==================== block 1
$ cat config.mk
export PLATFORM = sky130hd
export DESIGN_NAME = pipeline_ctrl
export DESIGN_NICKNAME = d
export VERILOG_FILES = /design/src/rtl/pipeline_ctrl.sv
export SDC_FILE = /design/constraint.sdc
export NUM_CORES = 1
export LEC_CHECK = 0
export ABC_AREA = 1
export CAP_MARGIN = 10
export CORE_UTILIZATION = 56
export DETAILED_ROUTE_END_ITERATION = 10
export GPL_TIMING_DRIVEN = 0
export HOLD_SLACK_MARGIN = 0.15
export PLACE_DENSITY = 0.9
export SYNTH_ARGS = -nofsm -noshare
export SYNTH_HDL_FRONTEND = slang
export SYNTH_SLANG_ARGS = --single-unit
export TNS_END_PERCENT = 5
$ cat constraint.sdc
create_clock -name clk -period 2.04 [get_ports clk]
set_clock_uncertainty 0.1 [all_clocks]
set_input_delay 0.408 -clock clk [delete_from_list [all_inputs] [get_ports clk]]
set_output_delay 0.408 -clock clk [all_outputs]
set_load 0.01 [all_outputs]
$ cat src/rtl/pipeline_ctrl.sv
// rtl/pipeline_ctrl.sv - stall/flush/freeze sequencing for the 5-stage core
module pipeline_ctrl #(
    parameter int BOOT_CYCLES = 2,
    parameter int MEM_TIMEOUT = 64,
    parameter int CNT_W       = 32
) (
    input  logic             clk,
    input  logic             rst_n,
    input  logic             load_use_stall,
    input  logic             redirect,
    input  logic             mem_busy,
    input  logic             cnt_clear,
    output logic             pc_write,
    output logic             ifid_write,
    output logic             ifid_flush,
    output logic             idex_bubble,
    output logic             exmem_write,
    output logic             memwb_write,
    output logic             mem_timeout,
    output logic [CNT_W-1:0] cyc_count,
    output logic [CNT_W-1:0] stall_count,
    output logic [CNT_W-1:0] flush_count,
    output logic [CNT_W-1:0] freeze_count
);

    typedef enum logic [1:0] {
        ST_BOOT   = 2'd0,
        ST_RUN    = 2'd1,
        ST_FREEZE = 2'd2
    } state_t;

    localparam logic [3:0] BOOT_LOAD = 4'(BOOT_CYCLES);
    localparam logic [9:0] TMO_MAX   = 10'(MEM_TIMEOUT);

    state_t     state, state_nxt;
    logic [3:0] boot_cnt;
    logic [9:0] tmo_cnt;
    logic       active;
    logic       frozen;
    logic       do_flush;
    logic       do_stall;

    function automatic logic [CNT_W-1:0] sat_inc(input logic [CNT_W-1:0] v);
        return (&v) ? v : v + 1'b1;
    endfunction

    always_ff @(posedge clk or negedge rst_n) begin
        if (!rst_n) begin
            state <= ST_BOOT;
        end else begin
            state <= state_nxt;
        end
    end

    always_comb begin
        state_nxt   = state;
        pc_write    = 1'b0;
        ifid_write  = 1'b0;
        ifid_flush  = 1'b0;
        idex_bubble = 1'b0;
        exmem_write = 1'b0;
        memwb_write = 1'b0;
        case (state)
            ST_RUN, ST_FREEZE: begin
                state_nxt = mem_busy ? ST_FREEZE : ST_RUN;
                if (mem_busy) begin
                    // hazard inputs come from held registers; revisit them after the freeze
                end else if (redirect) begin
                    pc_write    = 1'b1;
                    ifid_write  = 1'b1;
                    ifid_flush  = 1'b1;
                    idex_bubble = 1'b1;
                    exmem_write = 1'b1;
                    memwb_write = 1'b1;
                end else if (load_use_stall) begin
                    idex_bubble = 1'b1;
                    exmem_write = 1'b1;
                    memwb_write = 1'b1;
                end else begin
                    pc_write    = 1'b1;
                    ifid_write  = 1'b1;
                    exmem_write = 1'b1;
                    memwb_write = 1'b1;
                end
            end
            default: begin
                // BOOT: hold fetch and drain NOPs through the back end
                if (state != ST_BOOT || boot_cnt <= 4'd1) begin
                    state_nxt = ST_RUN;
                end
                ifid_flush  = 1'b1;
                idex_bubble = 1'b1;
                exmem_write = 1'b1;
                memwb_write = 1'b1;
            end
        endcase
    end

    assign active   = (state == ST_RUN) || (state == ST_FREEZE);
    assign frozen   = active && mem_busy;
    assign do_flush = active && !mem_busy && redirect;
    assign do_stall = active && !mem_busy && !redirect && load_use_stall;

    always_ff @(posedge clk or negedge rst_n) begin
        if (!rst_n) begin
            boot_cnt <= BOOT_LOAD;
        end else if (state == ST_BOOT && boot_cnt > 4'd1) begin
            boot_cnt <= boot_cnt - 4'd1;
        end
    end

    // The flag sets on the same edge the run-length reaches the limit
    always_ff @(posedge clk or negedge rst_n) begin
        if (!rst_n) begin
            tmo_cnt     <= '0;
            mem_timeout <= 1'b0;
        end else if (frozen) begin
            if (tmo_cnt != TMO_MAX) begin
                tmo_cnt <= tmo_cnt + 10'd1;
            end
            if (tmo_cnt + 10'd1 >= TMO_MAX) begin
                mem_timeout <= 1'b1;
            end
        end else begin
            tmo_cnt <= '0;
        end
    end

    always_ff @(posedge clk or negedge rst_n) begin
        if (!rst_n) begin
            cyc_count    <= '0;
            stall_count  <= '0;
            flush_count  <= '0;
            freeze_count <= '0;
        end else if (cnt_clear) begin
            cyc_count    <= '0;
            stall_count  <= '0;
            flush_count  <= '0;
            freeze_count <= '0;
        end else begin
            if (active)   cyc_count    <= sat_inc(cyc_count);
            if (do_stall) stall_count  <= sat_inc(stall_count);
            if (do_flush) flush_count  <= sat_inc(flush_count);
            if (frozen)   freeze_count <= sat_inc(freeze_count);
        end
    end

endmodule

==================== block 2
[src/rtl/i2s_master_ctrl.sv]
// Master-mode I2S frame controller: derives BCLK/LRCLK from clk, shifts one
// stereo pair out per frame on sdout and assembles the codec's sdin into rx pairs.
module i2s_master_ctrl #(
  parameter int DATA_W   = 24,
  parameter int SLOT_W   = 32,
  parameter int BCLK_DIV = 4
) (
  input  logic              clk,
  input  logic              rst,
  input  logic              en,
  input  logic [DATA_W-1:0] tx_left,
  input  logic [DATA_W-1:0] tx_right,
  input  logic              tx_valid,
  output logic              tx_ready,
  output logic              underrun,
  output logic [DATA_W-1:0] rx_left,
  output logic [DATA_W-1:0] rx_right,
  output logic              rx_valid,
  output logic              bclk,
  output logic              lrclk,
  output logic              sdout,
  input  logic              sdin
);

  localparam int PH_N  = 2 * BCLK_DIV;
  localparam int PH_W  = $clog2(PH_N);
  localparam int POS_N = 2 * SLOT_W;
  localparam int POS_W = $clog2(POS_N);

  localparam logic [PH_W-1:0]  PH_LAST   = PH_W'(PH_N - 1);
  localparam logic [PH_W-1:0]  PH_HALF   = PH_W'(BCLK_DIV);
  localparam logic [PH_W-1:0]  PH_SAMPLE = PH_W'(BCLK_DIV - 1);
  localparam logic [POS_W-1:0] POS_LAST  = POS_W'(POS_N - 1);
  localparam logic [POS_W-1:0] L_FIRST   = POS_W'(1);
  localparam logic [POS_W-1:0] L_LAST    = POS_W'(DATA_W);
  localparam logic [POS_W-1:0] R_SLOT    = POS_W'(SLOT_W);
  localparam logic [POS_W-1:0] R_FIRST   = POS_W'(SLOT_W + 1);
  localparam logic [POS_W-1:0] R_LAST    = POS_W'(SLOT_W + DATA_W);

  typedef enum logic {IDLE, RUN} state_t;

  state_t             state_q, state_d;
  logic [PH_W-1:0]    phase_q, phase_d;
  logic [POS_W-1:0]   pos_q, pos_d;
  logic [2*DATA_W-1:0] tx_shift;
  logic [2*DATA_W-1:0] rx_shift;
  logic               running;
  logic               run_d;
  logic               at_t0;

  function automatic logic in_data(input logic [POS_W-1:0] pos);
    return ((pos >= L_FIRST) && (pos <= L_LAST)) ||
           ((pos >= R_FIRST) && (pos <= R_LAST));
  endfunction

  // The current cycle belongs to a live frame only if this edge keeps us in RUN.
  assign running = (state_q == RUN) && en;
  assign run_d   = (state_d == RUN);
  assign at_t0   = (phase_q == '0) && (pos_q == '0);

  // NOTE: every output of this block gets a default first so no latch is inferred.
  always_comb begin
    state_d = state_q;
    phase_d = '0;
    pos_d   = '0;
    case (state_q)
      IDLE: if (en) state_d = RUN;
      RUN: begin
        if (!en) begin
          state_d = IDLE;
        end else if (phase_q == PH_LAST) begin
          pos_d = (pos_q == POS_LAST) ? '0 : pos_q + POS_W'(1);
        end else begin
          phase_d = phase_q + PH_W'(1);
          pos_d   = pos_q;
        end
      end
      default: state_d = IDLE;
    endcase
  end

  // NOTE: sequential state uses non-blocking assignments so every register
  // samples pre-edge values regardless of statement order.
  always_ff @(posedge clk or posedge rst) begin
    if (rst) begin
      state_q <= IDLE;
      phase_q <= '0;
      pos_q   <= '0;
    end else begin
      state_q <= state_d;
      phase_q <= phase_d;
      pos_q   <= pos_d;
    end
  end

  // Outputs are registered from the next-cycle counters so they line up with t.
  always_ff @(posedge clk or posedge rst) begin
    if (rst) begin
      bclk     <= 1'b0;
      lrclk    <= 1'b0;
      sdout    <= 1'b0;
      tx_ready <= 1'b0;
      underrun <= 1'b0;
      rx_valid <= 1'b0;
      rx_left  <= '0;
      rx_right <= '0;
      tx_shift <= '0;
      rx_shift <= '0;
    end else begin
      bclk     <= run_d && (phase_d >= PH_HALF);
      lrclk    <= run_d && (pos_d >= R_SLOT);
      tx_ready <= run_d && (phase_d == '0) && (pos_d == '0);
      underrun <= 1'b0;
      rx_valid <= 1'b0;

      if (running && at_t0) begin
        tx_shift <= tx_valid ? {tx_left, tx_right} : '0;
        underrun <= !tx_valid;
      end else if (run_d && (phase_d == '0) && in_data(pos_d)) begin
        tx_shift <= {tx_shift[2*DATA_W-2:0], 1'b0};
      end

      if (!run_d) begin
        sdout <= 1'b0;
      end else if (phase_d == '0) begin
        sdout <= in_data(pos_d) ? tx_shift[2*DATA_W-1] : 1'b0;
      end

      // sdin is taken on the clk edge that raises bclk.
      if (running && (phase_q == PH_SAMPLE) && in_data(pos_q)) begin
        rx_shift <= {rx_shift[2*DATA_W-2:0], sdin};
        if (pos_q == R_LAST) begin
          {rx_left, rx_right} <= {rx_shift[2*DATA_W-2:0], sdin};
          rx_valid            <= 1'b1;
        end
      end
    end
  end

endmodule

[config.mk]
export PLATFORM = sky130hd
export DESIGN_NAME = i2s_master_ctrl
export DESIGN_NICKNAME = d
export VERILOG_FILES = /design/src/rtl/i2s_master_ctrl.sv
export SDC_FILE = /design/constraint.sdc
export NUM_CORES = 1
export LEC_CHECK = 0
export CORE_ASPECT_RATIO = 0.5
export CORE_MARGIN = 4
export CORE_UTILIZATION = 45
export DETAILED_ROUTE_END_ITERATION = 6
export GPL_TIMING_DRIVEN = 0
export PLACE_DENSITY_LB_ADDON = 0.25
export SETUP_SLACK_MARGIN = 0.1
export SYNTH_ARGS = -nofsm -noshare
export SYNTH_HDL_FRONTEND = slang
export SYNTH_SLANG_ARGS = --single-unit
[constraint.sdc]
create_clock -name clk -period 5.12 [get_ports clk]
set_input_delay 0.512 -clock clk [delete_from_list [all_inputs] [get_ports clk]]
set_output_delay 0.512 -clock clk [all_outputs]
set_load 0.01 [all_outputs]
==================== block 3
--- config.mk ---
export PLATFORM = sky130hd
export DESIGN_NAME = hazard_scoreboard_flat
export DESIGN_NICKNAME = d
export VERILOG_FILES = /design/src/rtl/hazard_scoreboard_if.sv /design/src/rtl/hazard_scoreboard.sv /design/src/flat_wrapper.sv
export SDC_FILE = /design/constraint.sdc
export NUM_CORES = 1
export LEC_CHECK = 0
export ABC_AREA = 1
export CORE_UTILIZATION = 52
export DETAILED_ROUTE_END_ITERATION = 10
export PLACE_DENSITY = 0.84
export REMOVE_ABC_BUFFERS = 1
export SLEW_MARGIN = 10
export SYNTH_ARGS = -nofsm -noshare
export SYNTH_HDL_FRONTEND = slang
export SYNTH_SLANG_ARGS = --single-unit
--- constraint.sdc ---
create_clock -name clk -period 3.9 [get_ports clk]
set_input_delay 1.17 -clock clk [delete_from_list [all_inputs] [get_ports clk]]
set_output_delay 1.17 -clock clk [all_outputs]
set_load 0.02 [all_outputs]
--- src/rtl/hazard_scoreboard_if.sv ---
// Interface between the ID stage and the hazard scoreboard.
// The ID stage (master) presents the decoded instruction and the flush request.
// The scoreboard (slave) returns the load-use stall, the EX forwarding selects,
// the stall-cycle counter and the WB slot contents for debug visibility.
interface hazard_scoreboard_if #(
    parameter int REG_ADDR_W  = 5,
    parameter int STALL_CNT_W = 16
);
    // Decoded instruction currently in ID
    logic                    id_valid;
    logic [REG_ADDR_W-1:0]   id_rs;
    logic [REG_ADDR_W-1:0]   id_rt;
    logic                    id_uses_rs;
    logic                    id_uses_rt;
    logic                    id_wr_en;
    logic [REG_ADDR_W-1:0]   id_rd;
    logic                    id_is_load;
    logic                    flush;

    // Hazard decisions
    logic                    stall;
    logic [1:0]              ex_fwd_a;
    logic [1:0]              ex_fwd_b;
    logic [STALL_CNT_W-1:0]  stall_count;

    // WB slot contents, for observability only
    logic                    wb_valid;
    logic                    wb_wr_en;
    logic [REG_ADDR_W-1:0]   wb_rd;
    logic                    wb_is_load;

    modport master (
        output id_valid, id_rs, id_rt, id_uses_rs, id_uses_rt,
               id_wr_en, id_rd, id_is_load, flush,
        input  stall, ex_fwd_a, ex_fwd_b, stall_count,
               wb_valid, wb_wr_en, wb_rd, wb_is_load
    );

    modport slave (
        input  id_valid, id_rs, id_rt, id_uses_rs, id_uses_rt,
               id_wr_en, id_rd, id_is_load, flush,
        output stall, ex_fwd_a, ex_fwd_b, stall_count,
               wb_valid, wb_wr_en, wb_rd, wb_is_load
    );
endinterface

--- src/rtl/hazard_scoreboard.sv ---
// Hazard scoreboard for the 5-stage pipeline.
// Tracks the destination registers of the instructions in EX, MEM and WB and,
// for the instruction in ID, either raises a one-cycle load-use stall or
// computes the operand forwarding selects that are registered into EX.
// A WB writer never needs forwarding: the register file writes on the falling
// edge, so its data is already readable in ID. The WB slot is kept for debug.
module hazard_scoreboard #(
    parameter int REG_ADDR_W  = 5,
    parameter int STALL_CNT_W = 16
) (
    input  logic               clk,
    input  logic               rst,
    hazard_scoreboard_if.slave bus
);

    // Operand mux selects for the EX stage
    localparam logic [1:0] FWD_REGFILE = 2'b00;  // register-file read data
    localparam logic [1:0] FWD_MEMWB   = 2'b01;  // result held in MEM/WB
    localparam logic [1:0] FWD_EXMEM   = 2'b10;  // result held in EX/MEM

    // EX slot (p0)
    logic                    vld_p0;
    logic                    wr_p0;
    logic [REG_ADDR_W-1:0]   rd_p0;
    logic                    ld_p0;
    logic [1:0]              fwd_a_p0;
    logic [1:0]              fwd_b_p0;

    // MEM slot (p1)
    logic                    vld_p1;
    logic                    wr_p1;
    logic [REG_ADDR_W-1:0]   rd_p1;
    logic                    ld_p1;

    // WB slot (p2)
    logic                    vld_p2;
    logic                    wr_p2;
    logic [REG_ADDR_W-1:0]   rd_p2;
    logic                    ld_p2;

    logic [STALL_CNT_W-1:0]  stall_cnt;

    // ID-stage decode of hazards
    logic                    rs_used;
    logic                    rt_used;
    logic                    ex_hit_rs;
    logic                    ex_hit_rt;
    logic                    mem_hit_rs;
    logic                    mem_hit_rt;
    logic                    load_use;
    logic                    stall_id;
    logic                    issue;
    logic [1:0]              fwd_a_id;
    logic [1:0]              fwd_b_id;

    // A slot produces register r only if it is live, writes, and r is not r0.
    function automatic logic slot_writes(
        input logic                  vld,
        input logic                  wr,
        input logic [REG_ADDR_W-1:0] rd,
        input logic [REG_ADDR_W-1:0] r
    );
        return vld & wr & (rd == r) & (r != '0);
    endfunction

    // The youngest writer wins: EX is more recent than MEM.
    function automatic logic [1:0] fwd_select(
        input logic used,
        input logic ex_hit,
        input logic mem_hit
    );
        logic [1:0] sel;
        sel = FWD_REGFILE;
        if (used) begin
            if (ex_hit) begin
                sel = FWD_EXMEM;
            end else if (mem_hit) begin
                sel = FWD_MEMWB;
            end
        end
        return sel;
    endfunction

    // Counter saturates at all-ones instead of wrapping.
    function automatic logic [STALL_CNT_W-1:0] sat_inc(
        input logic [STALL_CNT_W-1:0] cnt
    );
        return (&cnt) ? cnt : cnt + STALL_CNT_W'(1);
    endfunction

    // Compare ID sources against EX/MEM writers; decide stall, issue and selects
    always_comb begin
        rs_used    = bus.id_valid & bus.id_uses_rs;
        rt_used    = bus.id_valid & bus.id_uses_rt;
        ex_hit_rs  = slot_writes(vld_p0, wr_p0, rd_p0, bus.id_rs);
        ex_hit_rt  = slot_writes(vld_p0, wr_p0, rd_p0, bus.id_rt);
        mem_hit_rs = slot_writes(vld_p1, wr_p1, rd_p1, bus.id_rs);
        mem_hit_rt = slot_writes(vld_p1, wr_p1, rd_p1, bus.id_rt);
        // A load in EX has no data until after MEM, so a dependent reader waits once
        load_use   = ld_p0 & ((rs_used & ex_hit_rs) | (rt_used & ex_hit_rt));
        stall_id   = ~bus.flush & bus.id_valid & load_use;
        issue      = bus.id_valid & ~bus.flush & ~stall_id;
        fwd_a_id   = fwd_select(rs_used, ex_hit_rs, mem_hit_rs);
        fwd_b_id   = fwd_select(rt_used, ex_hit_rt, mem_hit_rt);
    end

    // Control state: slot valids, EX selects and the stall counter
    always_ff @(posedge clk) begin
        if (rst) begin
            vld_p0    <= 1'b0;
            vld_p1    <= 1'b0;
            vld_p2    <= 1'b0;
            fwd_a_p0  <= FWD_REGFILE;
            fwd_b_p0  <= FWD_REGFILE;
            stall_cnt <= '0;
        end else begin
            vld_p2 <= vld_p1;
            vld_p1 <= vld_p0;
            vld_p0 <= issue;
            // A bubble in EX always carries register-file selects
            fwd_a_p0 <= issue ? fwd_a_id : FWD_REGFILE;
            fwd_b_p0 <= issue ? fwd_b_id : FWD_REGFILE;
            if (stall_id) begin
                stall_cnt <= sat_inc(stall_cnt);
            end
        end
    end

    // Writer fields ride along unreset; they only matter when the slot is valid
    always_ff @(posedge clk) begin
        wr_p0 <= bus.id_wr_en;
        rd_p0 <= bus.id_rd;
        ld_p0 <= bus.id_is_load;
        wr_p1 <= wr_p0;
        rd_p1 <= rd_p0;
        ld_p1 <= ld_p0;
        wr_p2 <= wr_p1;
        rd_p2 <= rd_p1;
        ld_p2 <= ld_p1;
    end

    assign bus.stall       = stall_id;
    assign bus.ex_fwd_a    = fwd_a_p0;
    assign bus.ex_fwd_b    = fwd_b_p0;
    assign bus.stall_count = stall_cnt;
    assign bus.wb_valid    = vld_p2;
    assign bus.wb_wr_en    = wr_p2;
    assign bus.wb_rd       = rd_p2;
    assign bus.wb_is_load  = ld_p2;

endmodule
--- src/flat_wrapper.sv ---
// flat-port wrapper written by rule: the top's interface ports become plain ports
module hazard_scoreboard_flat 
#(
    parameter int REG_ADDR_W  = 5,
    parameter int STALL_CNT_W = 16
)
  (clk, rst, bus_id_valid, bus_id_rs, bus_id_rt, bus_id_uses_rs, bus_id_uses_rt, bus_id_wr_en, bus_id_rd, bus_id_is_load, bus_flush, bus_stall, bus_ex_fwd_a, bus_ex_fwd_b, bus_stall_count, bus_wb_valid, bus_wb_wr_en, bus_wb_rd, bus_wb_is_load);
  hazard_scoreboard_if #(.REG_ADDR_W(REG_ADDR_W), .STALL_CNT_W(STALL_CNT_W)) bus_i ();
  input  logic clk;
  input  logic rst;
  input wire logic [$bits(bus_i.id_valid)-1:0] bus_id_valid;
  input wire logic [$bits(bus_i.id_rs)-1:0] bus_id_rs;
  input wire logic [$bits(bus_i.id_rt)-1:0] bus_id_rt;
  input wire logic [$bits(bus_i.id_uses_rs)-1:0] bus_id_uses_rs;
  input wire logic [$bits(bus_i.id_uses_rt)-1:0] bus_id_uses_rt;
  input wire logic [$bits(bus_i.id_wr_en)-1:0] bus_id_wr_en;
  input wire logic [$bits(bus_i.id_rd)-1:0] bus_id_rd;
  input wire logic [$bits(bus_i.id_is_load)-1:0] bus_id_is_load;
  input wire logic [$bits(bus_i.flush)-1:0] bus_flush;
  output wire logic [$bits(bus_i.stall)-1:0] bus_stall;
  output wire logic [$bits(bus_i.ex_fwd_a)-1:0] bus_ex_fwd_a;
  output wire logic [$bits(bus_i.ex_fwd_b)-1:0] bus_ex_fwd_b;
  output wire logic [$bits(bus_i.stall_count)-1:0] bus_stall_count;
  output wire logic [$bits(bus_i.wb_valid)-1:0] bus_wb_valid;
  output wire logic [$bits(bus_i.wb_wr_en)-1:0] bus_wb_wr_en;
  output wire logic [$bits(bus_i.wb_rd)-1:0] bus_wb_rd;
  output wire logic [$bits(bus_i.wb_is_load)-1:0] bus_wb_is_load;
  assign bus_i.id_valid = bus_id_valid;
  assign bus_i.id_rs = bus_id_rs;
  assign bus_i.id_rt = bus_id_rt;
  assign bus_i.id_uses_rs = bus_id_uses_rs;
  assign bus_i.id_uses_rt = bus_id_uses_rt;
  assign bus_i.id_wr_en = bus_id_wr_en;
  assign bus_i.id_rd = bus_id_rd;
  assign bus_i.id_is_load = bus_id_is_load;
  assign bus_i.flush = bus_flush;
  assign bus_stall = bus_i.stall;
  assign bus_ex_fwd_a = bus_i.ex_fwd_a;
  assign bus_ex_fwd_b = bus_i.ex_fwd_b;
  assign bus_stall_count = bus_i.stall_count;
  assign bus_wb_valid = bus_i.wb_valid;
  assign bus_wb_wr_en = bus_i.wb_wr_en;
  assign bus_wb_rd = bus_i.wb_rd;
  assign bus_wb_is_load = bus_i.wb_is_load;
  hazard_scoreboard #(.REG_ADDR_W(REG_ADDR_W), .STALL_CNT_W(STALL_CNT_W)) u_core (.clk(clk), .rst(rst), .bus(bus_i));
endmodule
==================== block 4
`config.mk`:
```
export PLATFORM = sky130hd
export DESIGN_NAME = sync_controller
export DESIGN_NICKNAME = d
export VERILOG_FILES = /design/src/rtl/sync_controller.sv
export SDC_FILE = /design/constraint.sdc
export NUM_CORES = 1
export LEC_CHECK = 0
export ABC_AREA = 1
export CORE_ASPECT_RATIO = 1.1
export CORE_UTILIZATION = 35
export DETAILED_ROUTE_END_ITERATION = 7
export HOLD_SLACK_MARGIN = 0.15
export PLACE_DENSITY = 0.62
export REMOVE_ABC_BUFFERS = 1
export SKIP_CTS_REPAIR_TIMING = 1
export SLEW_MARGIN = 10
export SYNTH_ARGS = -nofsm -noshare
export SYNTH_HDL_FRONTEND = slang
export SYNTH_SLANG_ARGS = --single-unit
```
`constraint.sdc`:
```
create_clock -name clk_10M -period 1.7 [get_ports clk_10M]
set_clock_uncertainty 0.05 [all_clocks]
set_input_delay 0.255 -clock clk_10M [delete_from_list [all_inputs] [get_ports clk_10M]]
set_output_delay 0.255 -clock clk_10M [all_outputs]
set_load 0.02 [all_outputs]
```
`src/rtl/sync_controller.sv`:
```
// Time-sync frame receiver and local seconds keeper.
// Parses three-byte frames (HDR, T, HDR^T) from a UART byte stream, keeps a
// local seconds counter that is re-anchored on every accepted frame, and
// tracks loss of synchronisation when frames stop arriving.
module sync_controller #(
  parameter int         CLK_PER_SEC = 10000000,
  parameter logic [7:0] HDR         = 8'hA5,
  parameter int         BYTE_TO     = 20000,
  parameter int         LOST_SEC    = 3
) (
  input  logic       clk_10M,
  input  logic       rst,
  input  logic       rx_valid,
  input  logic [7:0] rx_byte,
  output logic       syn_set,
  output logic [7:0] syn_time,
  output logic [7:0] time_second,
  output logic       sec_tick,
  output logic       load_ready,
  output logic       sync_lost,
  output logic       frame_err
);

  localparam int PRESC_W = (CLK_PER_SEC > 1) ? $clog2(CLK_PER_SEC) : 1;
  localparam int CNT_W   = $clog2(BYTE_TO + 1);
  localparam int LOST_W  = $clog2(LOST_SEC + 1);

  localparam logic [PRESC_W-1:0] PRESC_MAX = PRESC_W'(CLK_PER_SEC - 1);
  localparam logic [CNT_W-1:0]   CNT_MAX   = CNT_W'(BYTE_TO - 1);
  localparam logic [LOST_W-1:0]  LOST_MAX  = LOST_W'(LOST_SEC);

  typedef enum logic [1:0] {
    IDLE     = 2'd0,
    GOT_HDR  = 2'd1,
    GOT_TIME = 2'd2
  } state_t;

  state_t              state;
  state_t              state_nxt;
  logic [7:0]          t_latch;
  logic [CNT_W-1:0]    byte_cnt;
  logic [PRESC_W-1:0]  presc;
  logic [LOST_W-1:0]   lost_cnt;
  logic [LOST_W-1:0]   lost_nxt;

  // Decode results of the current cycle, consumed by the output registers.
  logic                accept_p0;
  logic                cs_err_p0;
  logic                timeout_p0;
  logic                byte_to_hit;
  logic                wrap_p0;
  logic                lost_reach;

  // Saturating increment for the seconds-without-frame counter.
  function automatic logic [LOST_W-1:0] sat_inc(input logic [LOST_W-1:0] v);
    logic [LOST_W-1:0] r;
    r = v;
    if (v != LOST_MAX) begin
      r = v + LOST_W'(1);
    end
    return r;
  endfunction

  assign byte_to_hit = (byte_cnt == CNT_MAX);
  assign wrap_p0     = (presc == PRESC_MAX);
  assign lost_nxt    = sat_inc(lost_cnt);
  assign lost_reach  = (lost_nxt == LOST_MAX);

  // Frame FSM state register.
  always_ff @(posedge clk_10M) begin
    if (rst) begin
      state <= IDLE;
    end else begin
      state <= state_nxt;
    end
  end

  // Frame FSM next state plus accept / checksum-error / timeout decode.
  // A byte arriving on the timeout cycle takes priority over the timeout.
  always_comb begin
    state_nxt  = state;
    accept_p0  = 1'b0;
    cs_err_p0  = 1'b0;
    timeout_p0 = 1'b0;
    case (state)
      IDLE: begin
        if (rx_valid && (rx_byte == HDR)) begin
          state_nxt = GOT_HDR;
        end
      end
      GOT_HDR: begin
        if (rx_valid) begin
          state_nxt = GOT_TIME;
        end else if (byte_to_hit) begin
          timeout_p0 = 1'b1;
          state_nxt  = IDLE;
        end
      end
      GOT_TIME: begin
        if (rx_valid) begin
          state_nxt = IDLE;
          if (rx_byte == (HDR ^ t_latch)) begin
            accept_p0 = 1'b1;
          end else begin
            cs_err_p0 = 1'b1;
          end
        end else if (byte_to_hit) begin
          timeout_p0 = 1'b1;
          state_nxt  = IDLE;
        end
      end
      default: begin
        state_nxt = IDLE;
      end
    endcase
  end

  // Inter-byte silence counter, live only while a frame is in progress.
  always_ff @(posedge clk_10M) begin
    if (rst || rx_valid || (state == IDLE) || timeout_p0) begin
      byte_cnt <= '0;
    end else begin
      byte_cnt <= byte_cnt + CNT_W'(1);
    end
  end

  // Time byte capture; any byte in GOT_HDR (including HDR itself) is T.
  always_ff @(posedge clk_10M) begin
    if (state == GOT_HDR && rx_valid) begin
      t_latch <= rx_byte;
    end
  end

  // Error pulse and acceptance pulse, one cycle after the deciding strobe.
  always_ff @(posedge clk_10M) begin
    if (rst) begin
      syn_set   <= 1'b0;
      frame_err <= 1'b0;
    end else begin
      syn_set   <= accept_p0;
      frame_err <= cs_err_p0 | timeout_p0;
    end
  end

  // Accepted time value.
  always_ff @(posedge clk_10M) begin
    if (rst) begin
      syn_time <= 8'd0;
    end else if (accept_p0) begin
      syn_time <= t_latch;
    end
  end

  // Prescaler and seconds counter; acceptance re-anchors both and
  // suppresses a coincident wrap.
  always_ff @(posedge clk_10M) begin
    if (rst) begin
      presc       <= '0;
      time_second <= 8'd0;
      sec_tick    <= 1'b0;
    end else if (accept_p0) begin
      presc       <= '0;
      time_second <= t_latch;
      sec_tick    <= 1'b0;
    end else if (wrap_p0) begin
      presc       <= '0;
      time_second <= time_second + 8'd1;
      sec_tick    <= 1'b1;
    end else begin
      presc       <= presc + PRESC_W'(1);
      sec_tick    <= 1'b0;
    end
  end

  // Loss-of-sync tracking and the slave-data load slot. The slot is withheld
  // on the tick that declares sync lost so it never coincides with sync_lost.
  always_ff @(posedge clk_10M) begin
    if (rst) begin
      lost_cnt   <= '0;
      sync_lost  <= 1'b1;
      load_ready <= 1'b0;
    end else if (accept_p0) begin
      lost_cnt   <= '0;
      sync_lost  <= 1'b0;
      load_ready <= 1'b0;
    end else if (wrap_p0) begin
      lost_cnt   <= lost_nxt;
      load_ready <= ~sync_lost & ~lost_reach;
      if (lost_reach) begin
        sync_lost <= 1'b1;
      end
    end else begin
      load_ready <= 1'b0;
    end
  end

endmodule

```

==> notes/layouts.md <==
Pictures saved along the way, in no particular order.

Port wiring.
panel A
Scale: 3 px per um.
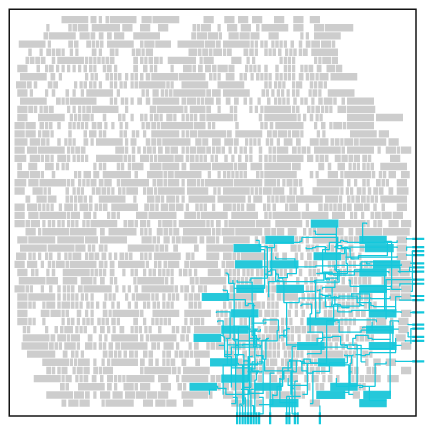
panel B
Scale: 3 px per um.
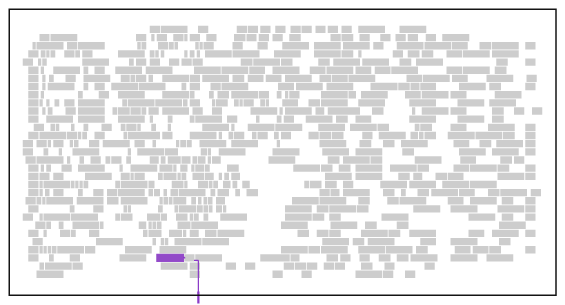
panel C
Scale: 8 px per um.
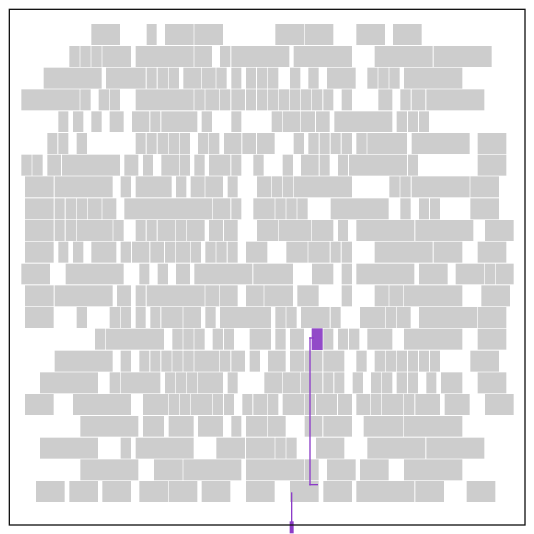
panel D
Scale: 4 px per um.
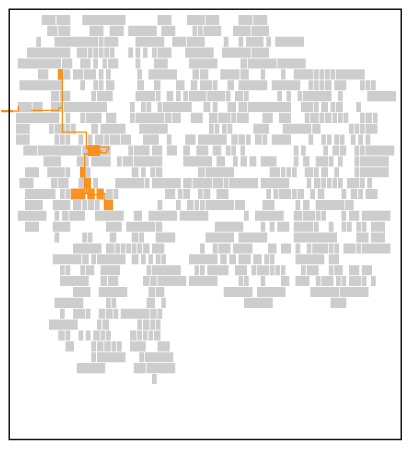
panel C: block 3
panel A: block 1
panel B: block 2
panel D: block 4

Key to panel C:
purple -> bus_id_uses_rt  # bits 1, direction input, edge bottom, end cells 1, buffers 1, wire 23.3 um

==> block_4/ff_map.png <==
Scale: 6 px per um. Other sequential cells in the stronger gray, the rest of the logic in the fainter gray.
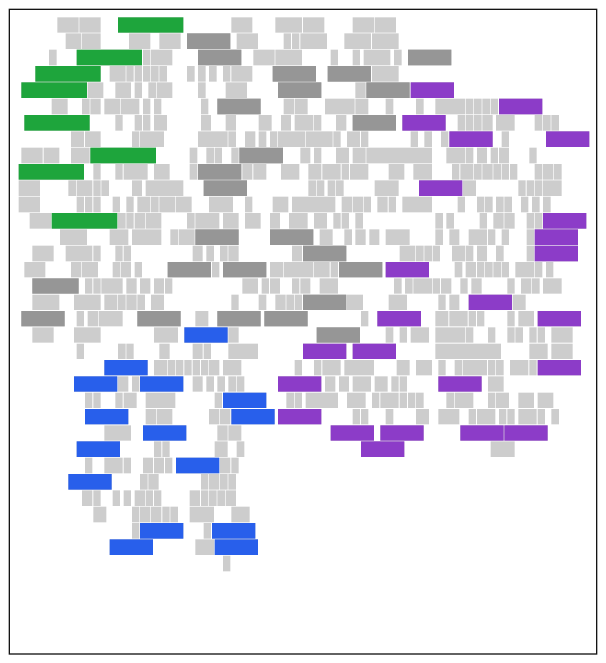
green -> t_latch  # sequential cells 8, where top left
blue -> byte_cnt  # sequential cells 15
purple -> presc  # sequential cells 24
not colored = 25
Final Core Density: 44.8%
Sequential Power: 0.00173 W

==> block_4/route_heat.png <==
Scale: 3 px per um. 20 x 21 tiles, from dark blue (low) to red (high), scaled to the fullest tile. Values are wire area over tile area, all layers added.
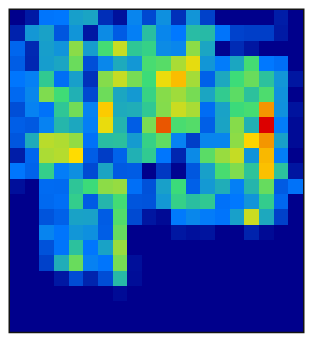
fullest tile = 0.45
mean over tiles = 0.11
densest ninth of the die = top middle
nearly empty tiles = 31%
tiles over half the peak = 16%
emptiest ninth of the die = bottom right
Wirelength per Cell: 11.1 um
total wire length: 7230 um

==> impl_metrics.py, block 4 <==
# Auto-generated metrics
metrics = {
    "run_status": {
        "outcome": "finished, final reports clean",
    },
    "die": {
        "num_io_pins": 32,
        "die_w_um": 97.6,
    },
    "sta": {
        "timing.fmax_mhz": 617,
        "tightest_slew_ns": 0.390,
        "fin_crit_ns": 1.62,
    },
    "global_route": {
        "grt_overflow_total": 0,
    },
    "setup_path": {
        "worstPathCellList": "clkdlybuf4s50_1",
    },
    "route": {
        "avgViaCountPerCell": 4.61,
        "drc_errors": 0,
    },
    "power": {
        "p_per_area_mw_per_mm2": 760,
    },
    "layout": {
        "clock_cell_area_share_pct": 5.00,
        "ff_count": 72,
        "final_nets": 546,
    },
    "placed_design": {
        "dpl_cell_area_sq_mm": 0.00408,
    },
    "yosys": {
        "yosys.cell_types.count": 30,
        "top_area_share_pct": 36.4,
    },
}
block 4: cell families after synthesis:
kind of cell | after synthesis | share of synthesized area [%]
buffers and inverters | 73 | 8.63
AOI/OAI and AO/OA | 22 | 3.20
adders and majority gates | 7 | 2.49
DFF | 72 | 43.2
and+or+nand+nor | 261 | 34.0
xor gates and xnor gates | 34 | 8.45
block 4: report_power, final:
| part | switching [W] | total, W | internal [W] |
|---|---|---|---|
| clock network | 0.000649 | 0.00151 | 0.000858 |
| logic | 0.0000606 | 0.000119 | 0.0000581 |
| registers | 0.00000442 | 0.00173 | 0.00172 |
| total | 0.000714 | 0.00335 | 0.00264 |
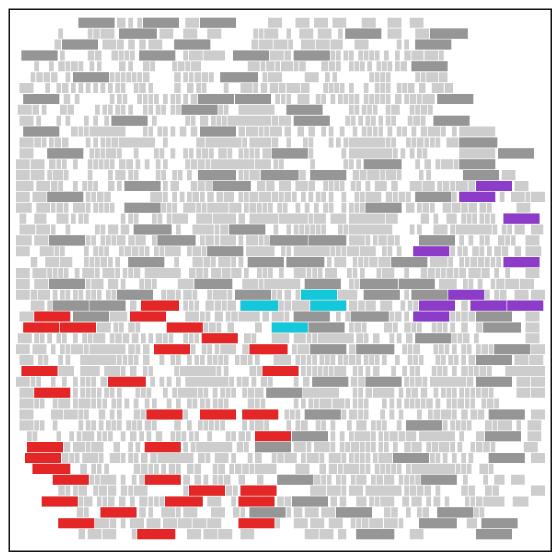
(block_1/ff_map.png)
Scale: 4 px per um. Other sequential cells in the stronger gray, the rest of the logic in the fainter gray.
cyan -> boot_cnt  # sequential cells 4, where middle
purple -> tmo_cnt  # sequential cells 10, where right middle
red -> cyc_count  # sequential cells 32
Storage cell area: 0.00366 sq mm
Seq area share: 29.0%
Final Core Density: 73.0%
Sequential Power: 0.00321 W

==> block_1/route_heat.png <==
Scale: 3 px per um. 27 x 27 tiles, from dark blue (low) to red (high), scaled to the fullest tile. Values are wire area over tile area, all layers added.
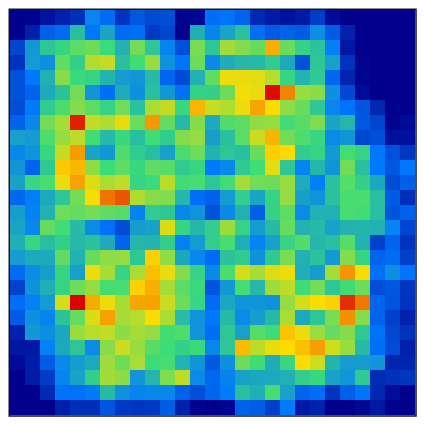
tiles over half the peak = 32%
nearly empty tiles = 6.6%
emptiest ninth of the die = top right
mean over tiles = 0.29
Wirelength per Cell: 16.2 um
Total Routing Usage GR: 35.4%
total wire length: 31500 um
overall via count from detail_route: 10922

==> impl_metrics.py, block 1 <==
# Auto-generated metrics
metrics = {
    "run_status": {
        "outcome": "complete, but fails checks",
        "violations": "negative setup slack",
    },
    "yosys": {
        "yosysWarnings": 0,
        "yosys.area_share.adder_pct": 1.13,
        "syn_nets": 1545,
    },
    "placed_design": {
        "dp_hpwl_um": 22000,
    },
    "layout": {
        "antenna_cells": 0,
        "final_nets": 1722,
    },
    "setup_path": {
        "crit_family": "flip-flops",
    },
    "route": {
        "top_layer": "met4",
    },
    "power": {
        "clkPwrFrac_pct": 40.2,
    },
    "sta": {
        "finalSetupViolCount": 34,
        "fin_crit_ns": 2.29,
        "setup_slack_ns": -0.250,
    },
    "global_route": {
        "grt_overflow_total": 0,
    },
    "clock_tree": {
        "cts_buffers": 17,
    },
}
block 1: sequential cells by signal, indices dropped and copies added (netlist names):
signal        flops
boot_cnt          4
cyc_count        32
flush_count      32
freeze_count     32
mem_timeout       1
stall_count      32
state             2
tmo_cnt          10
block 1: what timing repair did:
item / in CTS / in global routing
hold endpoints to repair: 47 / 0
gates resized: 56 / 49
pin swaps: 4 / 12
buffers inserted: 4 / 13
hold buffers: 1 / 0
setup endpoints to repair: 134 / 149
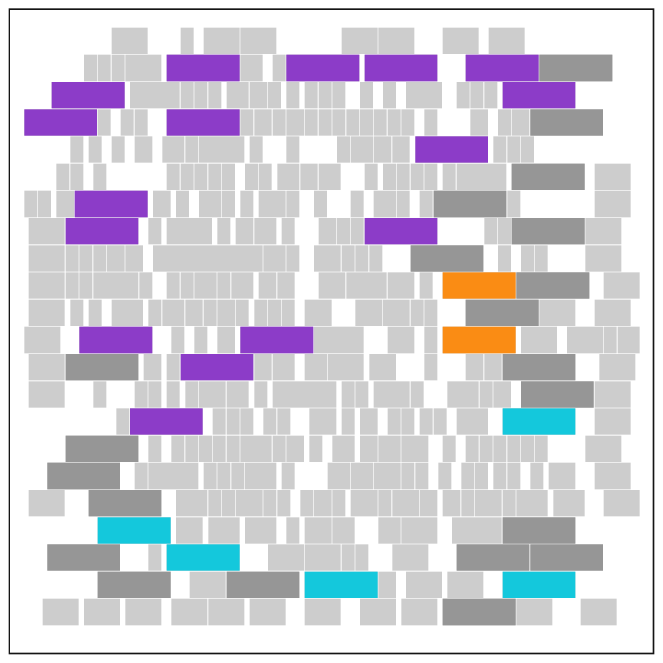
(block_3/ff_map.png)
Scale: 10 px per um. Other sequential cells in the stronger gray, the rest of the logic in the fainter gray.
orange -> u_core.bus.ex_fwd_b  # sequential cells 2
cyan -> u_core.bus.wb_rd  # sequential cells 5
purple -> u_core.bus.stall_count  # sequential cells 16
Seq area share: 31.3%
Storage cell area: 881 sq um
Sequential Power: 0.000472 W
Final Core Density: 76.3%

==> impl_metrics.py, block 3 <==
# Auto-generated metrics
metrics = {
    "clock_tree": {
        "cts_setup_buffers": 0,
        "cts.repair.resized": 3,
    },
    "global_route": {
        "grt_pass1_wl_um": 7800,
        "use_met2_pct": 40.9,
        "grt_max_degree": 18,
    },
    "route": {
        "wire_per_inst_um": 11.3,
    },
    "setup_path": {
        "crit_buf_inv": 4,
        "worstPathCellList": "clkdlybuf4s50_1 > inv_2 > a21oi_2 > nand2_1 > nor2_2 > nand3_2 > nand2_4 > nand3_4 > inv_1 > buf_2",
    },
    "yosys": {
        "ys_sh_simple_pct": 34.4,
        "yosys.cell_types.count": 27,
        "yosys.area_share.adder_pct": 0.620,
        "edf_count": 0,
    },
    "layout": {
        "finalInstanceArea_sq_mm": 0.00281,
    },
    "die": {
        "row_count": 22,
        "core_area_sq_mm": 0.00369,
    },
    "power": {
        "p_comb_w": 0.0000895,
        "p_per_area_mw_per_mm2": 321,
        "total_leakage_power_nw": 1.24,
    },
    "sta": {
        "drv_slew": 0,
    },
    "run_status": {
        "outcome": "finished, final reports clean",
    },
}
## block 3: worst paths after layout
check	start	end	slack (ns)	depth (start not counted)
worst min register to register	u_core.ld_p1$_DFF_P_	u_core.bus.wb_is_load$_DFF_P_	0.35	0
worst max register to register	u_core.rd_p0[1]$_DFF_P_	u_core.bus.stall_count[2]$_SDFFE_PP0P_	2.14	12
worst max-delay path	bus_id_rs[1]	bus_stall	0.09	10
worst min-delay path	u_core.ld_p1$_DFF_P_	u_core.bus.wb_is_load$_DFF_P_	0.35	0
==> block_2/route_heat.png <==
Scale: 3 px per um. 36 x 19 tiles, from dark blue (low) to red (high), scaled to the fullest tile. Values are wire area over tile area, all layers added.
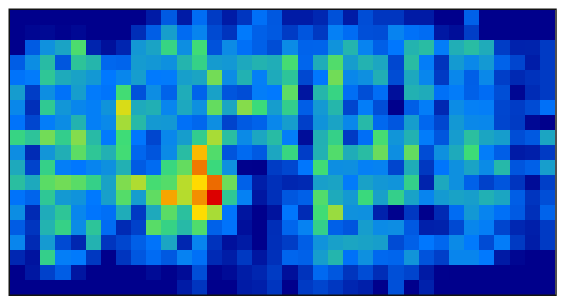
tiles over half the peak = 7.7%
emptiest ninth of the die = bottom right
nearly empty tiles = 12%

==> impl_metrics.py, block 2 <==
# Auto-generated metrics
metrics = {
    "run_status": {
        "outcome": "finished, final reports clean",
    },
    "layout": {
        "combGateArea_sq_mm": 0.00257,
        "final_nets": 700,
        "nMultiInputCombCells": 312,
        "antenna_cells": 0,
    },
    "yosys": {
        "topCellsByArea": "dfrtp_1, mux2_2, mux2i_1, mux2_4, o21ai_0",
        "ys_sh_simple_pct": 6.30,
        "synthArstFlopShare_pct": 100,
        "ys.flop_type": "dfrtp_1",
        "synth_top_cell_by_area": "dfrtp_1",
    },
    "die": {
        "die_w_um": 182,
        "fp_util_pct": 46.5,
        "row_count": 31,
    },
    "route": {
        "wire_per_inst_um": 14.7,
        "drc_errors": 0,
    },
    "setup_path": {
        "crit_slowest_cell": "dfrtp_1",
        "crit_buf_inv": 5,
    },
    "power": {
        "p_clk_w": 0.00131,
        "p_switching_w": 0.000665,
        "p_comb_w": 0.000145,
    },
    "global_route": {
        "grt_antenna_before_repair": 0,
    },
}
block 2: path summary, 6_finish.rpt:
kind,end,slack (ns),cells past startpoint
max,tx_shift[5]$_DFFE_PP0P_,2.33,12
min,phase_q[0]$_DFF_PP0_,0.48,1
max reg2reg,tx_shift[5]$_DFFE_PP0P_,2.33,12
min reg2reg,phase_q[0]$_DFF_PP0_,0.48,1
max in group asynchronous,rx_shift[46]$_DFFE_PP0P_,3.73,3
min in group asynchronous,pos_q[5]$_DFF_PP0_,0.56,2


==> layout pictures side by side <==
Signal wires by layer.
shot_01.png
Scale: 3 px per um. Only two layers are drawn.
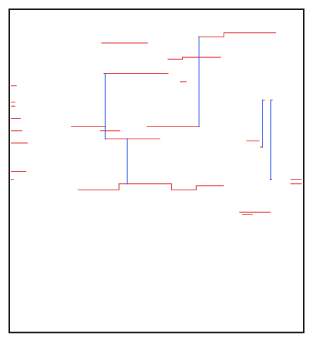
shot_02.png
Scale: 6 px per um. Only two layers are drawn.
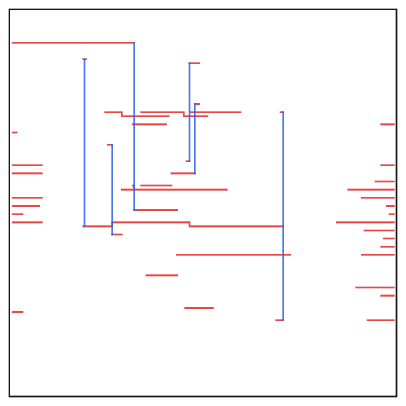
shot_03.png
Scale: 3 px per um. Only two layers are drawn.
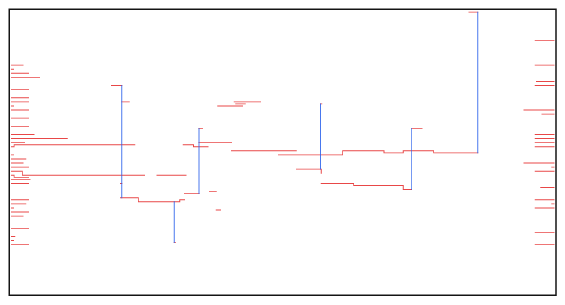
shot_04.png
Scale: 3 px per um. Only two layers are drawn.
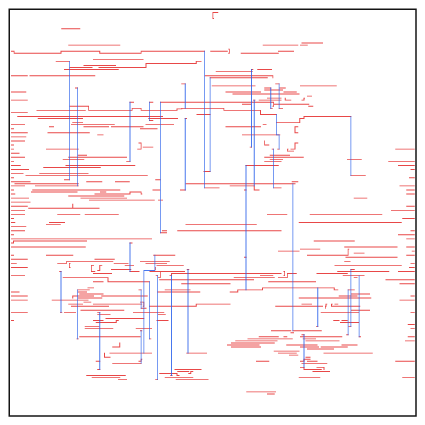
For block 2, see shot_03.png.
For block 3, see shot_02.png.
For block 1, see shot_04.png.
For block 4, see shot_01.png.


==> layout pictures side by side <==
Placed standard cells.
picture 1
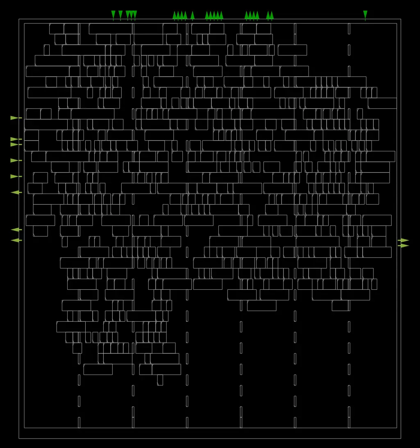
picture 2
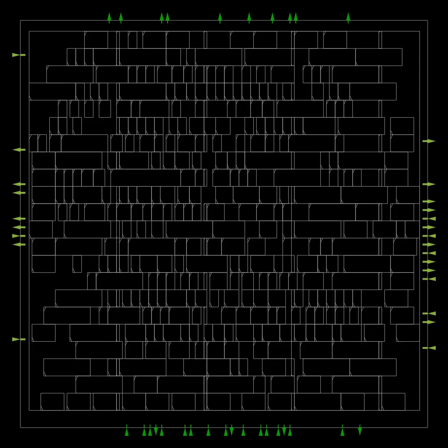
picture 3
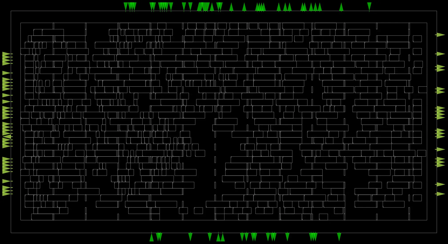
picture 4
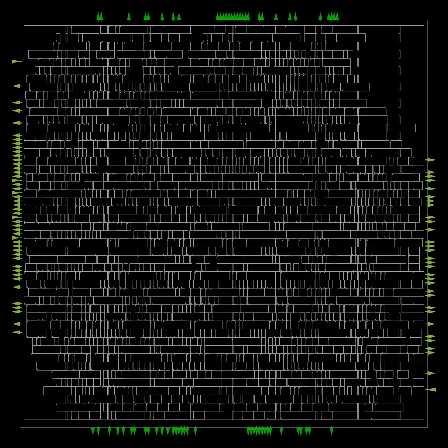
picture 1: block 4
picture 3: block 2
picture 4: block 1
picture 2: block 3

No activity file was given, so power comes from the tool's default toggle rates.
